# ---- sys_ctrl ----
Fig. 1: sys_ctrl, cell outlines without signal wires
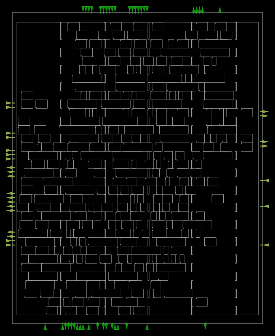
Fig. 2: sys_ctrl, gate families picked out
Scale bar: 20 um.
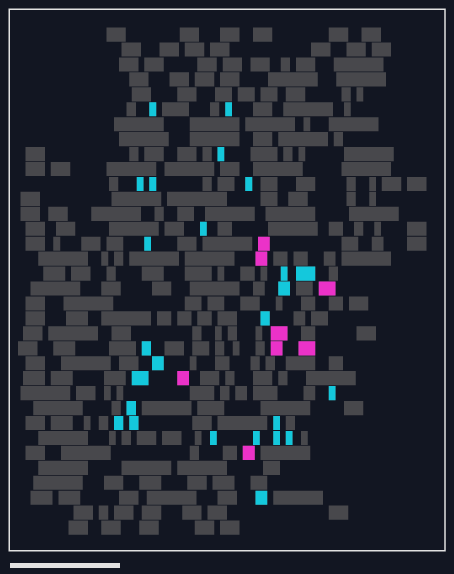
<file path="src/rtl/sys_pkg.sv">
// sys_pkg: shared widths, command codes and controller state encoding
package sys_pkg;
  localparam int DATA_WIDTH = 8;
  localparam int ADDR_WIDTH = 4;
  localparam int FUN_WIDTH = 4;
  localparam logic [7:0] CMD_RF_WR = 8'hAA;
  localparam logic [7:0] CMD_RF_RD = 8'hBB;
  localparam logic [7:0] CMD_ALU_OP = 8'hCC;
  localparam logic [7:0] CMD_ALU_NOP = 8'hDD;
  typedef enum logic [3:0] {
    ST_IDLE, ST_WR_ADDR, ST_WR_DATA, ST_RD_ADDR, ST_RD_WAIT, ST_RD_SEND,
    ST_ALU_A, ST_ALU_B, ST_ALU_FUN, ST_ALU_WAIT, ST_SEND_LO, ST_SEND_HI
  } state_t;
endpackage

</file>
<file path="src/rtl/sys_ctrl.sv">
// sys_ctrl: decodes framed UART commands into register-file, ALU and TX FIFO traffic
module sys_ctrl #(
  parameter int DATA_WIDTH = sys_pkg::DATA_WIDTH,
  parameter int ADDR_WIDTH = sys_pkg::ADDR_WIDTH,
  parameter int FUN_WIDTH = sys_pkg::FUN_WIDTH,
  parameter logic [DATA_WIDTH-1:0] CMD_RF_WR = sys_pkg::CMD_RF_WR,
  parameter logic [DATA_WIDTH-1:0] CMD_RF_RD = sys_pkg::CMD_RF_RD,
  parameter logic [DATA_WIDTH-1:0] CMD_ALU_OP = sys_pkg::CMD_ALU_OP,
  parameter logic [DATA_WIDTH-1:0] CMD_ALU_NOP = sys_pkg::CMD_ALU_NOP
) (
  input  logic                    CLK,
  input  logic                    RST,
  input  logic [DATA_WIDTH-1:0]   RX_P_DATA,
  input  logic                    RX_D_VLD,
  input  logic [DATA_WIDTH-1:0]   RdData,
  input  logic                    RdData_Valid,
  input  logic [2*DATA_WIDTH-1:0] ALU_OUT,
  input  logic                    OUT_Valid,
  input  logic                    FIFO_FULL,
  output logic                    WrEn,
  output logic                    RdEn,
  output logic [ADDR_WIDTH-1:0]   Address,
  output logic [DATA_WIDTH-1:0]   WrData,
  output logic                    ALU_EN,
  output logic [FUN_WIDTH-1:0]    ALU_FUN,
  output logic                    CLK_EN,
  output logic [DATA_WIDTH-1:0]   TX_P_DATA,
  output logic                    TX_D_VLD
);
  import sys_pkg::*;
  state_t state, state_d;
  logic [2*DATA_WIDTH-1:0] res, res_d;
  logic wr_en_d, rd_en_d, alu_en_d, clk_en_d, tx_vld_d;
  logic [ADDR_WIDTH-1:0] addr_d;
  logic [DATA_WIDTH-1:0] wr_data_d, tx_data_d;
  logic [FUN_WIDTH-1:0] fun_d;
  // next state and next value of every registered output; strobes default low, data outputs hold
  always_comb begin
    state_d = state;
    res_d = res;
    wr_en_d = 1'b0;
    rd_en_d = 1'b0;
    alu_en_d = 1'b0;
    tx_vld_d = 1'b0;
    clk_en_d = CLK_EN;
    addr_d = Address;
    wr_data_d = WrData;
    fun_d = ALU_FUN;
    tx_data_d = TX_P_DATA;
    case (state)
      ST_IDLE: if (RX_D_VLD)
        state_d = RX_P_DATA == CMD_RF_WR   ? ST_WR_ADDR :
                  RX_P_DATA == CMD_RF_RD   ? ST_RD_ADDR :
                  RX_P_DATA == CMD_ALU_OP  ? ST_ALU_A   :
                  RX_P_DATA == CMD_ALU_NOP ? ST_ALU_FUN : ST_IDLE;
      ST_WR_ADDR: if (RX_D_VLD) begin
        addr_d = RX_P_DATA[ADDR_WIDTH-1:0];
        state_d = ST_WR_DATA;
      end
      ST_WR_DATA: if (RX_D_VLD) begin
        wr_data_d = RX_P_DATA;
        wr_en_d = 1'b1;
        state_d = ST_IDLE;
      end
      ST_RD_ADDR: if (RX_D_VLD) begin
        addr_d = RX_P_DATA[ADDR_WIDTH-1:0];
        rd_en_d = 1'b1;
        state_d = ST_RD_WAIT;
      end
      ST_RD_WAIT: if (RdData_Valid) begin
        res_d = {{DATA_WIDTH{1'b0}}, RdData};
        state_d = ST_RD_SEND;
      end
      ST_RD_SEND: if (!FIFO_FULL) begin
        tx_data_d = res[DATA_WIDTH-1:0];
        tx_vld_d = 1'b1;
        state_d = ST_IDLE;
      end
      ST_ALU_A: if (RX_D_VLD) begin
        addr_d = '0;
        wr_data_d = RX_P_DATA;
        wr_en_d = 1'b1;
        state_d = ST_ALU_B;
      end
      ST_ALU_B: if (RX_D_VLD) begin
        addr_d = ADDR_WIDTH'(1);
        wr_data_d = RX_P_DATA;
        wr_en_d = 1'b1;
        state_d = ST_ALU_FUN;
      end
      ST_ALU_FUN: if (RX_D_VLD) begin
        fun_d = RX_P_DATA[FUN_WIDTH-1:0];
        alu_en_d = 1'b1;
        clk_en_d = 1'b1;
        state_d = ST_ALU_WAIT;
      end
      ST_ALU_WAIT: if (OUT_Valid) begin
        res_d = ALU_OUT;
        clk_en_d = 1'b0;
        state_d = ST_SEND_LO;
      end
      ST_SEND_LO: if (!FIFO_FULL) begin
        tx_data_d = res[DATA_WIDTH-1:0];
        tx_vld_d = 1'b1;
        state_d = ST_SEND_HI;
      end
      ST_SEND_HI: if (!FIFO_FULL) begin
        tx_data_d = res[2*DATA_WIDTH-1:DATA_WIDTH];
        tx_vld_d = 1'b1;
        state_d = ST_IDLE;
      end
      default: state_d = ST_IDLE;
    endcase
  end
  // state, result latch and all outputs registered; reset aborts any frame in progress
  always_ff @(posedge CLK or negedge RST) begin
    if (!RST) begin
      state <= ST_IDLE;
      res <= '0;
      WrEn <= 1'b0;
      RdEn <= 1'b0;
      Address <= '0;
      WrData <= '0;
      ALU_EN <= 1'b0;
      ALU_FUN <= '0;
      CLK_EN <= 1'b0;
      TX_P_DATA <= '0;
      TX_D_VLD <= 1'b0;
    end else begin
      state <= state_d;
      res <= res_d;
      WrEn <= wr_en_d;
      RdEn <= rd_en_d;
      Address <= addr_d;
      WrData <= wr_data_d;
      ALU_EN <= alu_en_d;
      ALU_FUN <= fun_d;
      CLK_EN <= clk_en_d;
      TX_P_DATA <= tx_data_d;
      TX_D_VLD <= tx_vld_d;
    end
  end
endmodule

</file>
<file path="config.mk">
export PLATFORM = sky130hd
export DESIGN_NAME = sys_ctrl
export DESIGN_NICKNAME = d
export VERILOG_FILES = /design/src/rtl/sys_pkg.sv /design/src/rtl/sys_ctrl.sv
export SDC_FILE = /design/constraint.sdc
export NUM_CORES = 1
export LEC_CHECK = 0
export CAP_MARGIN = 10
export CELL_PAD_IN_SITES_DETAIL_PLACEMENT = 1
export CELL_PAD_IN_SITES_GLOBAL_PLACEMENT = 2
export CORE_ASPECT_RATIO = 1.25
export CORE_UTILIZATION = 32
export DETAILED_ROUTE_END_ITERATION = 7
export PLACE_DENSITY = 0.89
export SLEW_MARGIN = 15
export SYNTH_ARGS = -nofsm -noshare
export SYNTH_HDL_FRONTEND = slang
export SYNTH_SLANG_ARGS = --single-unit
</file>
<file path="constraint.sdc">
create_clock -name CLK -period 2.65 [get_ports CLK]
set_clock_uncertainty 0.1 [all_clocks]
set_input_delay 0.53 -clock CLK [delete_from_list [all_inputs] [get_ports CLK]]
set_output_delay 0.53 -clock CLK [all_outputs]
set_load 0.05 [all_outputs]
</file>
==> reports/qor.yml <==
timing:
  max_slew.worst_pin.slew_ns: 0.633
  setup_ws_ns: 0.527
  setup_tns_ns: 0
layout:
  num-multi-input-gates: 146
  lay_top_cells: "clkdlybuf4s50_1 (65), dfrtp_1 (49), mux2i_1 (20)"
  clkbuf_count: 6
  inverters: 6
clock_network:
  insertion_delay_ns: 0.31
  cts_buffers: 5
  ctsHtreeMaxLevel: 2
  post_cts_buffers: 0
  path_clk_slew_ns: 0.09
  cts_root_buf: "clkbuf_8"
die:
  core_area_mm2: 0.00706
global_routing:
  use_met1_pct: 21.5
  first_global_vias: 1943
routing:
  highest_layer: "met4"
  vias: 1837
  drt-initial-drc-count: 141
  wl_met2_um: 2860
setup_path:
  crit_arrival_ns: 1.49
  worstPathRequired_ns: 2.02
  startpoint: "Address[3]"
  start_kind: "flip-flop"
  path_class: "flip-flop to output port"
synth:
  compound_area_share_pct: 14.3
  netlist_instances: 215
  simple_gate_share_pct: 14.6
  synth.most_common_cell: "dfrtp_1"
  ys_sh_xor_pct: 0
  largest_area_cell: "dfrtp_1"
  yosys_area_mm2: 0.00237
  netlist.area_leader.share_pct: 51.6
pwr:
  internal_power_mw: 1.48
  p_per_area_mw_per_mm2: 735
  p_leak_nw: 1.40
placement:
  pre_cts_ws_ns: 0.335
hold_path:
  holdCritPathClass: "primary input to async pin"
status:
  status: "finished, final reports clean"
Notes on Fig. 1 above:
fill count: 813
Finished Layout Cells: 371

Notes on Fig. 2 above:
magenta -> and/or cells  # cells 8
cyan -> nand cells  # cells 25, most used nand2_1
Commonest Layout Cell: clkdlybuf4s50_1
fraction of area in multi-input gates: 32.0%


# ---- matrix_input_parser ----
Fig. 3: matrix_input_parser, cell outlines without signal wires
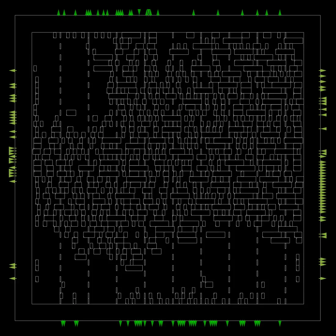
Fig. 4: matrix_input_parser, gate families picked out
Scale bar: 50 um.
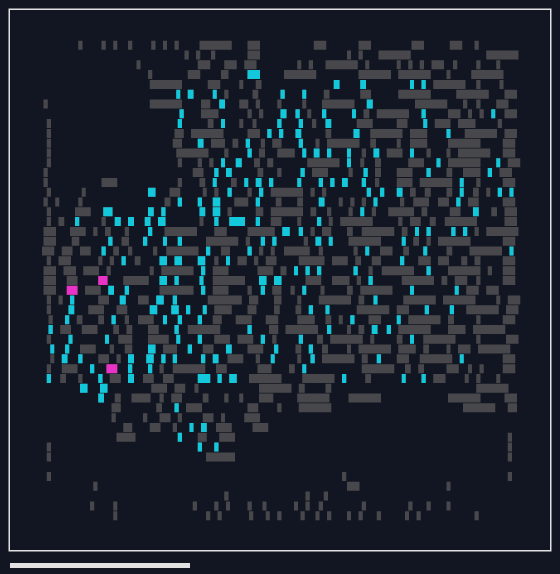
$ cat src/rtl/matrix_input_parser.sv
// ASCII "m n e0 .. e(m*n-1)" parser; writes elements row-major into storage.
// Define PARSER_TIMEOUT_EN to zero-pad a stalled element stream after TIMEOUT_CYC idle cycles.
module matrix_input_parser #(
  parameter int MAX_DIM     = 5,
  parameter int MAX_VAL     = 9,
  parameter int TIMEOUT_CYC = 100_000_000
) (
  input  logic        clk,
  input  logic        rst_n,
  input  logic        i_start,
  input  logic [7:0]  i_base_addr,
  input  logic [7:0]  i_rx_data,
  input  logic        i_rx_valid,
  output logic        o_wr_en,
  output logic [7:0]  o_wr_addr,
  output logic [31:0] o_wr_data,
  output logic [31:0] o_m,
  output logic [31:0] o_n,
  output logic        o_busy,
  output logic        o_done,
  output logic        o_err,
  output logic [1:0]  o_err_code
);

  typedef enum logic [2:0] {
    IDLE, GET_M, GET_N, GET_ELEM, LAST_WR, DONE, ERR
  } state_t;

  localparam logic [7:0] DIM_MAX = 8'(MAX_DIM);
  localparam logic [7:0] VAL_MAX = 8'(MAX_VAL);

  state_t      state, state_nx;
  logic [7:0]  base, acc, m_tok;
  logic [4:0]  idx, total, prod;
  logic        seen;
  logic        is_dig, is_sep, tok_end;
  logic        last, dim_ok, val_ok;
  logic        in_parse, parsing, pad_go;
  logic [11:0] acc_mul;
  logic [7:0]  acc_sat;
  logic [1:0]  code_nx;

  assign is_dig  = (i_rx_data >= 8'h30) && (i_rx_data <= 8'h39);
  assign is_sep  = (i_rx_data == 8'h20) || (i_rx_data == 8'h0d) ||
                   (i_rx_data == 8'h0a);
  assign tok_end = is_sep && seen;

  assign acc_mul = 12'(acc) * 12'd10 + 12'(i_rx_data - 8'h30);
  assign acc_sat = (acc_mul > 12'd255) ? 8'hff : acc_mul[7:0];

  assign last   = (idx == total - 5'd1);
  assign dim_ok = (m_tok != 8'd0) && (m_tok <= DIM_MAX) &&
                  (acc != 8'd0) && (acc <= DIM_MAX);
  assign val_ok = (acc <= VAL_MAX);
  assign prod   = {2'b0, m_tok[2:0]} * {2'b0, acc[2:0]};

  assign in_parse = (state == GET_M) || (state == GET_N) ||
                    (state == GET_ELEM);
  assign parsing  = in_parse && i_rx_valid && !pad_go;
  assign code_nx  = (is_dig || is_sep) ?
                    ((state == GET_N) ? 2'd1 : 2'd2) : 2'd3;

`ifdef PARSER_TIMEOUT_EN
  localparam logic [26:0] TO_LAST = 27'(TIMEOUT_CYC - 1);

  logic [26:0] idle_cnt;
  logic        pad;

  always_ff @(posedge clk or negedge rst_n) begin
    if (!rst_n) begin
      idle_cnt <= '0;
      pad      <= 1'b0;
    end else if (state != GET_ELEM) begin
      idle_cnt <= '0;
      pad      <= 1'b0;
    end else if (i_rx_valid) begin
      idle_cnt <= '0;
    end else if (!pad) begin
      if (idle_cnt == TO_LAST) pad <= 1'b1;
      else idle_cnt <= idle_cnt + 27'd1;
    end
  end

  assign pad_go = pad;
`else
  assign pad_go = 1'b0;
`endif

  always_ff @(posedge clk or negedge rst_n) begin
    if (!rst_n) state <= IDLE;
    else state <= state_nx;
  end

  always_comb begin
    state_nx = state;
    unique case (state)
      IDLE: if (i_start) state_nx = GET_M;
      GET_M, GET_N, GET_ELEM: begin
        if (pad_go) begin
          if (last) state_nx = LAST_WR;
        end else if (i_rx_valid) begin
          if (!is_dig && !is_sep) state_nx = ERR;
          else if (tok_end) begin
            if (state == GET_M) state_nx = GET_N;
            else if (state == GET_N)
              state_nx = dim_ok ? GET_ELEM : ERR;
            else if (!val_ok) state_nx = ERR;
            else if (last) state_nx = LAST_WR;
          end
        end
      end
      LAST_WR:   state_nx = DONE;
      DONE, ERR: state_nx = IDLE;
      default:   state_nx = IDLE;
    endcase
  end

  always_comb begin
    o_busy = 1'b0;
    o_done = 1'b0;
    o_err  = 1'b0;
    unique case (state)
      GET_M, GET_N, GET_ELEM, LAST_WR: o_busy = 1'b1;
      DONE:    o_done = 1'b1;
      ERR:     o_err  = 1'b1;
      default: ;
    endcase
  end

  always_ff @(posedge clk or negedge rst_n) begin
    if (!rst_n) begin
      base       <= '0;
      acc        <= '0;
      seen       <= 1'b0;
      m_tok      <= '0;
      idx        <= '0;
      total      <= '0;
      o_wr_en    <= 1'b0;
      o_wr_addr  <= '0;
      o_wr_data  <= '0;
      o_m        <= '0;
      o_n        <= '0;
      o_err_code <= '0;
    end else begin
      o_wr_en <= 1'b0;
      if (state == IDLE && i_start) begin
        base       <= i_base_addr;
        idx        <= '0;
        acc        <= '0;
        seen       <= 1'b0;
        o_err_code <= '0;
      end else if (pad_go) begin
        o_wr_en   <= 1'b1;
        o_wr_addr <= base + {3'b0, idx};
        o_wr_data <= '0;
        idx       <= idx + 5'd1;
      end else if (parsing) begin
        if (is_dig) begin
          acc  <= acc_sat;
          seen <= 1'b1;
        end else if (tok_end) begin
          acc  <= '0;
          seen <= 1'b0;
          if (state == GET_M) begin
            m_tok <= acc;
          end else if (state == GET_N) begin
            if (dim_ok) begin
              total <= prod;
              o_m   <= 32'(m_tok);
              o_n   <= 32'(acc);
            end
          end else if (val_ok) begin
            o_wr_en   <= 1'b1;
            o_wr_addr <= base + {3'b0, idx};
            o_wr_data <= 32'(acc);
            idx       <= idx + 5'd1;
          end
        end
      end
      if (state_nx == ERR && state != ERR) o_err_code <= code_nx;
    end
  end

endmodule

$ cat config.mk
export PLATFORM = sky130hd
export DESIGN_NAME = matrix_input_parser
export DESIGN_NICKNAME = d
export VERILOG_FILES = /design/src/rtl/matrix_input_parser.sv
export SDC_FILE = /design/constraint.sdc
export NUM_CORES = 1
export LEC_CHECK = 0
export ABC_AREA = 1
export CAP_MARGIN = 10
export CELL_PAD_IN_SITES_DETAIL_PLACEMENT = 2
export CELL_PAD_IN_SITES_GLOBAL_PLACEMENT = 2
export CORE_MARGIN = 8
export CORE_UTILIZATION = 29
export CTS_BUF_LIST = sky130_fd_sc_hd__clkbuf_8
export CTS_CLUSTER_SIZE = 40
export DETAILED_ROUTE_END_ITERATION = 10
export GPL_TIMING_DRIVEN = 1
export PLACE_DENSITY = 0.91
export SLEW_MARGIN = 15
export SYNTH_ARGS = -nofsm -noshare
export SYNTH_HDL_FRONTEND = slang
export SYNTH_SLANG_ARGS = --single-unit
$ cat constraint.sdc
create_clock -name clk -period 3.7 [get_ports clk]
set_clock_uncertainty 0.2 [all_clocks]
set_input_delay 0.74 -clock clk [delete_from_list [all_inputs] [get_ports clk]]
set_output_delay 0.74 -clock clk [all_outputs]
set_load 0.005 [all_outputs]
==> reports/qor.yml <==
status:
  status: "finished, final reports clean"
placement:
  dp_hpwl_um: 11900
setup_path:
  worstReg2RegEnd: "acc[6]"
  crit_chain: "ha_1 > ha_1 > fa_2 > nand3_1 > nand3_2 > xor2_1 > inv_1 > ha_2 > nand2_2 > nor2_1 > a211o_1 > xor2_1 > nor2_4 > nand4_1 > nand2_1 > nand2_1"
  crit_arrival_ns: 3.52
  critPathCapture: "acc[6]"
routing:
  wl_per_cell_um: 15.4
  vias_per_cell: 4.50
  wl_met2_um: 7700
  highest_layer: "met4"
clock_network:
  cts_buffers: 9
  cts_tree: "yes"
  cts_sinks: 73
  post_cts_buffers: 1
  cts_root_buf: "clkbuf_8"
synth:
  netlist.area_leader.share_pct: 35.2
  post_synth.cell_area_avg_um2: 7.87
  ys_cells: 660
  ys_ff: 73
layout:
  inverters: 89
  fin_area_mm2: 0.00601
pwr:
  power.switching_mw: 1.60
  swShare_pct: 46.4
  clk-power_uw: 587
  power_leader: "combinational cells"
timing:
  min_period_over_period_pct: 93.8
  setup_ws_ns: 0.229
  fmax_ghz: 0.288
  fin_hold_ws_ns: 0.294
Notes on Fig. 3 above:
Finished Layout Cells: 964
flop share of the area: 30.4%
Tap Count: 229
Seq cells: 73
fill count: 2103

Notes on Fig. 4 above:
magenta -> non-inverting ao/oa cells  # cells 3
cyan -> nand cells  # cells 215, most used nand2_1
Commonest Layout Cell: nand2_1
fraction of area in multi-input gates: 45.5%


# ---- text_mem_arbiter_flat ----
## src/rtl/text_mem_arbiter_if.sv

```systemverilog
// Bundles the requester, text-RAM and stream signals of text_mem_arbiter.
// slave = arbiter side, master = requester/RAM/consumer side.
interface text_mem_arbiter_if #(
    parameter int NREQ   = 4,
    parameter int ADDR_W = 11,
    parameter int LEN_W  = 11,
    parameter int DATA_W = 8
);
    logic [NREQ-1:0]        req;
    logic [NREQ*ADDR_W-1:0] req_addr;
    logic [NREQ*LEN_W-1:0]  req_len;
    logic [NREQ-1:0]        grant;
    logic                   busy;
    logic [ADDR_W-1:0]      mem_addr;
    logic                   mem_rd;
    logic [DATA_W-1:0]      mem_data;
    logic [DATA_W-1:0]      out_data;
    logic                   out_valid;
    logic                   out_last;
    logic                   out_ready;
    logic [NREQ-1:0]        done;

    modport slave (
        input  req, req_addr, req_len, mem_data, out_ready,
        output grant, busy, mem_addr, mem_rd, out_data, out_valid, out_last, done
    );

    modport master (
        output req, req_addr, req_len, mem_data, out_ready,
        input  grant, busy, mem_addr, mem_rd, out_data, out_valid, out_last, done
    );
endinterface

```

## src/rtl/text_mem_arbiter.sv

```systemverilog
// Shares the text RAM read port between NREQ requesters and streams one string at a time.
// Define TEXT_ARB_RR_EN for round-robin arbitration; default build is fixed priority.
module text_mem_arbiter #(
    parameter int NREQ   = 4,
    parameter int ADDR_W = 11,
    parameter int LEN_W  = 11,
    parameter int DATA_W = 8
) (
    input  logic              clk,
    input  logic              reset,
    text_mem_arbiter_if.slave bus
);
    localparam int ID_W = (NREQ > 1) ? $clog2(NREQ) : 1;

    typedef enum logic [2:0] {S_IDLE, S_FETCH, S_WAIT, S_OUT, S_DONE} state_t;

    state_t            r_state,     w_state_nxt;
    logic [ADDR_W-1:0] r_cur_addr,  w_cur_addr_nxt;
    logic [LEN_W-1:0]  r_remaining, w_remaining_nxt;
    logic [ID_W-1:0]   r_id,        w_id_nxt;
    logic [NREQ-1:0]   r_grant,     w_grant_nxt;
    logic              r_busy,      w_busy_nxt;
    logic [ADDR_W-1:0] r_mem_addr,  w_mem_addr_nxt;
    logic              r_mem_rd,    w_mem_rd_nxt;
    logic [DATA_W-1:0] r_out_data,  w_out_data_nxt;
    logic              r_out_valid, w_out_valid_nxt;
    logic              r_out_last,  w_out_last_nxt;
    logic [NREQ-1:0]   r_done,      w_done_nxt;

    logic [ID_W-1:0]   w_win;
    logic [ADDR_W-1:0] w_req_addr;
    logic [LEN_W-1:0]  w_req_len;

`ifdef TEXT_ARB_RR_EN
    logic [ID_W-1:0]   r_last;

    // Smallest offset from the last winner wins, so the last winner has lowest priority.
    always_comb begin
        int idx;
        w_win = '0;
        idx   = 0;
        for (int k = NREQ; k >= 1; k--) begin
            idx = (int'(r_last) + k) % NREQ;
            if (bus.req[ID_W'(idx)]) w_win = ID_W'(idx);
        end
    end

    always_ff @(posedge clk or posedge reset) begin
        if (reset)                  r_last <= ID_W'(NREQ - 1);
        else if (r_state == S_DONE) r_last <= r_id;
    end
`else
    always_comb begin
        w_win = '0;
        for (int i = NREQ - 1; i >= 0; i--) begin
            if (bus.req[i]) w_win = ID_W'(i);
        end
    end
`endif

    assign w_req_addr = bus.req_addr[w_win*ADDR_W +: ADDR_W];
    assign w_req_len  = bus.req_len[w_win*LEN_W +: LEN_W];

    always_comb begin
        // NOTE: every variable gets its hold value first so no path can infer a latch.
        w_state_nxt     = r_state;
        w_cur_addr_nxt  = r_cur_addr;
        w_remaining_nxt = r_remaining;
        w_id_nxt        = r_id;
        w_grant_nxt     = r_grant;
        w_mem_addr_nxt  = r_mem_addr;
        w_mem_rd_nxt    = 1'b0;
        w_out_data_nxt  = r_out_data;
        w_out_valid_nxt = r_out_valid;
        w_out_last_nxt  = r_out_last;
        w_done_nxt      = '0;

        unique case (r_state)
            S_IDLE: begin
                w_grant_nxt = '0;
                // The cycle carrying done is skipped so the finishing requester can drop req.
                if (r_done == '0 && |bus.req) begin
                    w_id_nxt        = w_win;
                    w_grant_nxt     = NREQ'(1) << w_win;
                    w_cur_addr_nxt  = w_req_addr;
                    w_remaining_nxt = w_req_len;
                    if (w_req_len == '0) begin
                        w_state_nxt = S_DONE;
                    end else begin
                        w_state_nxt    = S_FETCH;
                        w_mem_rd_nxt   = 1'b1;
                        w_mem_addr_nxt = w_req_addr;
                    end
                end
            end
            S_FETCH: w_state_nxt = S_WAIT;
            S_WAIT: begin
                w_out_data_nxt  = bus.mem_data;
                w_out_valid_nxt = 1'b1;
                w_out_last_nxt  = (r_remaining == LEN_W'(1));
                w_state_nxt     = S_OUT;
            end
            S_OUT: begin
                if (bus.out_ready) begin
                    w_out_valid_nxt = 1'b0;
                    w_out_last_nxt  = 1'b0;
                    w_remaining_nxt = r_remaining - LEN_W'(1);
                    w_cur_addr_nxt  = r_cur_addr + ADDR_W'(1);
                    if (r_remaining == LEN_W'(1)) begin
                        w_state_nxt = S_DONE;
                    end else begin
                        w_state_nxt    = S_FETCH;
                        w_mem_rd_nxt   = 1'b1;
                        w_mem_addr_nxt = r_cur_addr + ADDR_W'(1);
                    end
                end
            end
            S_DONE: begin
                w_done_nxt  = NREQ'(1) << r_id;
                w_state_nxt = S_IDLE;
            end
            default: w_state_nxt = S_IDLE;
        endcase

        w_busy_nxt = (w_state_nxt != S_IDLE);
    end

    always_ff @(posedge clk or posedge reset) begin
        if (reset) begin
            r_state     <= S_IDLE;
            r_cur_addr  <= '0;
            r_remaining <= '0;
            r_id        <= '0;
            r_grant     <= '0;
            r_busy      <= 1'b0;
            r_mem_addr  <= '0;
            r_mem_rd    <= 1'b0;
            r_out_data  <= '0;
            r_out_valid <= 1'b0;
            r_out_last  <= 1'b0;
            r_done      <= '0;
        end else begin
            // NOTE: non-blocking updates keep every register sampling pre-edge values.
            r_state     <= w_state_nxt;
            r_cur_addr  <= w_cur_addr_nxt;
            r_remaining <= w_remaining_nxt;
            r_id        <= w_id_nxt;
            r_grant     <= w_grant_nxt;
            r_busy      <= w_busy_nxt;
            r_mem_addr  <= w_mem_addr_nxt;
            r_mem_rd    <= w_mem_rd_nxt;
            r_out_data  <= w_out_data_nxt;
            r_out_valid <= w_out_valid_nxt;
            r_out_last  <= w_out_last_nxt;
            r_done      <= w_done_nxt;
        end
    end

    assign bus.grant     = r_grant;
    assign bus.busy      = r_busy;
    assign bus.mem_addr  = r_mem_addr;
    assign bus.mem_rd    = r_mem_rd;
    assign bus.out_data  = r_out_data;
    assign bus.out_valid = r_out_valid;
    assign bus.out_last  = r_out_last;
    assign bus.done      = r_done;
endmodule

```

## src/flat_wrapper.sv

```systemverilog
// flat-port wrapper written by rule: the top's interface ports become plain ports
module text_mem_arbiter_flat 
#(
    parameter int NREQ   = 4,
    parameter int ADDR_W = 11,
    parameter int LEN_W  = 11,
    parameter int DATA_W = 8
)
  (clk, reset, bus_req, bus_req_addr, bus_req_len, bus_mem_data, bus_out_ready, bus_grant, bus_busy, bus_mem_addr, bus_mem_rd, bus_out_data, bus_out_valid, bus_out_last, bus_done);
  text_mem_arbiter_if #(.NREQ(NREQ), .ADDR_W(ADDR_W), .LEN_W(LEN_W), .DATA_W(DATA_W)) bus_i ();
  input  logic clk;
  input  logic reset;
  input wire logic [$bits(bus_i.req)-1:0] bus_req;
  input wire logic [$bits(bus_i.req_addr)-1:0] bus_req_addr;
  input wire logic [$bits(bus_i.req_len)-1:0] bus_req_len;
  input wire logic [$bits(bus_i.mem_data)-1:0] bus_mem_data;
  input wire logic [$bits(bus_i.out_ready)-1:0] bus_out_ready;
  output wire logic [$bits(bus_i.grant)-1:0] bus_grant;
  output wire logic [$bits(bus_i.busy)-1:0] bus_busy;
  output wire logic [$bits(bus_i.mem_addr)-1:0] bus_mem_addr;
  output wire logic [$bits(bus_i.mem_rd)-1:0] bus_mem_rd;
  output wire logic [$bits(bus_i.out_data)-1:0] bus_out_data;
  output wire logic [$bits(bus_i.out_valid)-1:0] bus_out_valid;
  output wire logic [$bits(bus_i.out_last)-1:0] bus_out_last;
  output wire logic [$bits(bus_i.done)-1:0] bus_done;
  assign bus_i.req = bus_req;
  assign bus_i.req_addr = bus_req_addr;
  assign bus_i.req_len = bus_req_len;
  assign bus_i.mem_data = bus_mem_data;
  assign bus_i.out_ready = bus_out_ready;
  assign bus_grant = bus_i.grant;
  assign bus_busy = bus_i.busy;
  assign bus_mem_addr = bus_i.mem_addr;
  assign bus_mem_rd = bus_i.mem_rd;
  assign bus_out_data = bus_i.out_data;
  assign bus_out_valid = bus_i.out_valid;
  assign bus_out_last = bus_i.out_last;
  assign bus_done = bus_i.done;
  text_mem_arbiter #(.NREQ(NREQ), .ADDR_W(ADDR_W), .LEN_W(LEN_W), .DATA_W(DATA_W)) u_core (.clk(clk), .reset(reset), .bus(bus_i));
endmodule
```

## config.mk

```make
export PLATFORM = sky130hd
export DESIGN_NAME = text_mem_arbiter_flat
export DESIGN_NICKNAME = d
export VERILOG_FILES = /design/src/rtl/text_mem_arbiter_if.sv /design/src/rtl/text_mem_arbiter.sv /design/src/flat_wrapper.sv
export SDC_FILE = /design/constraint.sdc
export NUM_CORES = 1
export LEC_CHECK = 0
export CAP_MARGIN = 40
export CORE_ASPECT_RATIO = 0.7
export CORE_MARGIN = 8
export CORE_UTILIZATION = 41
export CTS_BUF_LIST = sky130_fd_sc_hd__clkbuf_8
export CTS_CLUSTER_SIZE = 10
export DETAILED_ROUTE_END_ITERATION = 10
export PLACE_DENSITY = 0.88
export RECOVER_POWER = 50
export SYNTH_ARGS = -nofsm -noshare
export SYNTH_HDL_FRONTEND = slang
export SYNTH_SLANG_ARGS = --single-unit
export TNS_END_PERCENT = 100
```

## constraint.sdc

```tcl
create_clock -name clk -period 2 [get_ports clk]
set_input_delay 0.2 -clock clk [delete_from_list [all_inputs] [get_ports clk]]
set_output_delay 0.2 -clock clk [all_outputs]
set_load 0.05 [all_outputs]
```

Fig. 5: text_mem_arbiter_flat, gate families picked out
Scale bar: 50 um.
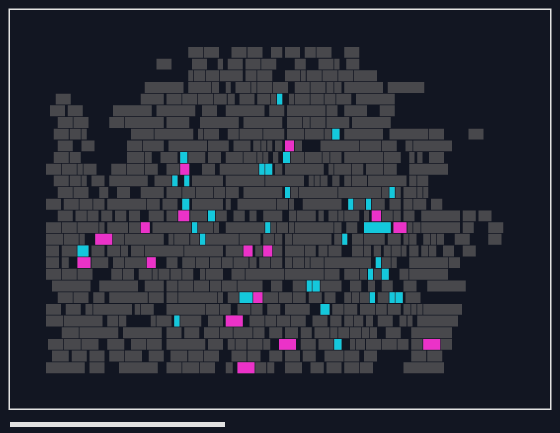
cyan -> nand cells  # cells 32, most used nand2_1, where middle
magenta -> and/or cells  # cells 16, most used or4_4
Commonest Layout Cell: clkdlybuf4s50_1
Finished Layout Cells: 662
fraction of area in multi-input gates: 35.1%

Fig. 6: text_mem_arbiter_flat, cell outlines without signal wires
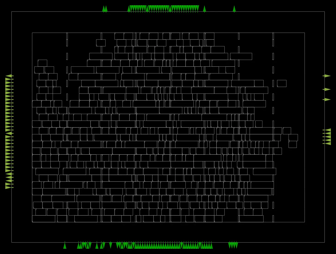
Tap Count: 105
row count: 28

==> reports/qor.yml <==
die:
  die_area_mm2: 0.0117
  die_h_um: 92.8
global_routing:
  gr-total-overflow: 0
  grt_pass1_wl_um: 21000
  use_met1_pct: 26.8
pwr:
  p_per_area_mw_per_mm2: 1400
  combPwrFrac_pct: 60.6
  clk-power_mw: 1.06
status:
  violations: "negative setup slack"
  status: "finished with violations"
hold_path:
  whs_path_depth: 4
setup_path:
  worst-path-stages: 7
  cp_top_family: "AND-OR/OR-AND gates"
synth:
  syn_nets: 466
  post_synth.cell_area_avg_um2: 9.61
  yosys_warnings: 0
  ff_type: "dfrtp_1"
timing:
  setup_viol: 15
  setup_ws_ns: -0.0873
clock_network:
  clock_tree.buffer_depth: 2
  ctsHtreeMaxLevel: 3
routing:
  wl_met2_um: 6990
layout:
  nNetsFinal: 659
  ff_count: 58
Fig. 7: text_mem_arbiter_flat, M3 wires
Scale bar: 50 um.
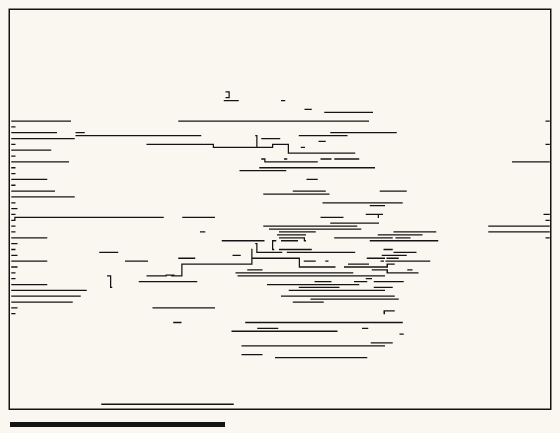
nets with wire on the layer = 112
main direction = horizontal
routed vias: 3894
routing usage on met3: 7.23%
WL final: 13700 um



==> notes/layouts.md <==
Pictures saved along the way, in no particular order.

Cell area per tile.
shot_01.png
The die is cut into 15 by 15 equal tiles; black is low, pale yellow is high, 0 to 100% covered.
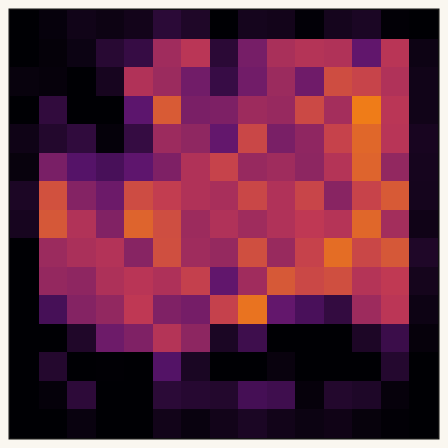
shot_02.png
The die is cut into 8 by 10 equal tiles; black is low, pale yellow is high, 0 to 100% covered.
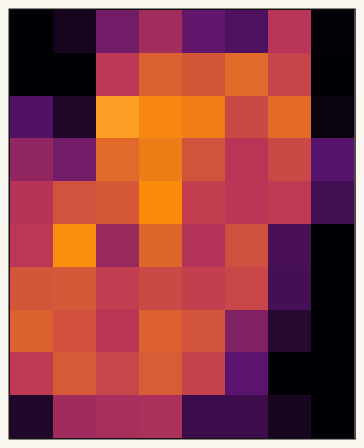
shot_03.png
The die is cut into 13 by 9 equal tiles; black is low, pale yellow is high, 0 to 100% covered.
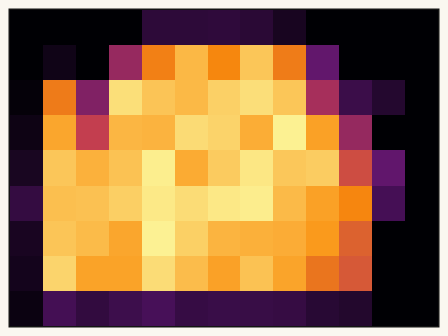
- shot_02.png = sys_ctrl
- shot_01.png = matrix_input_parser
- shot_03.png = text_mem_arbiter_flat

No activity file was given, so power comes from the tool's default toggle rates.
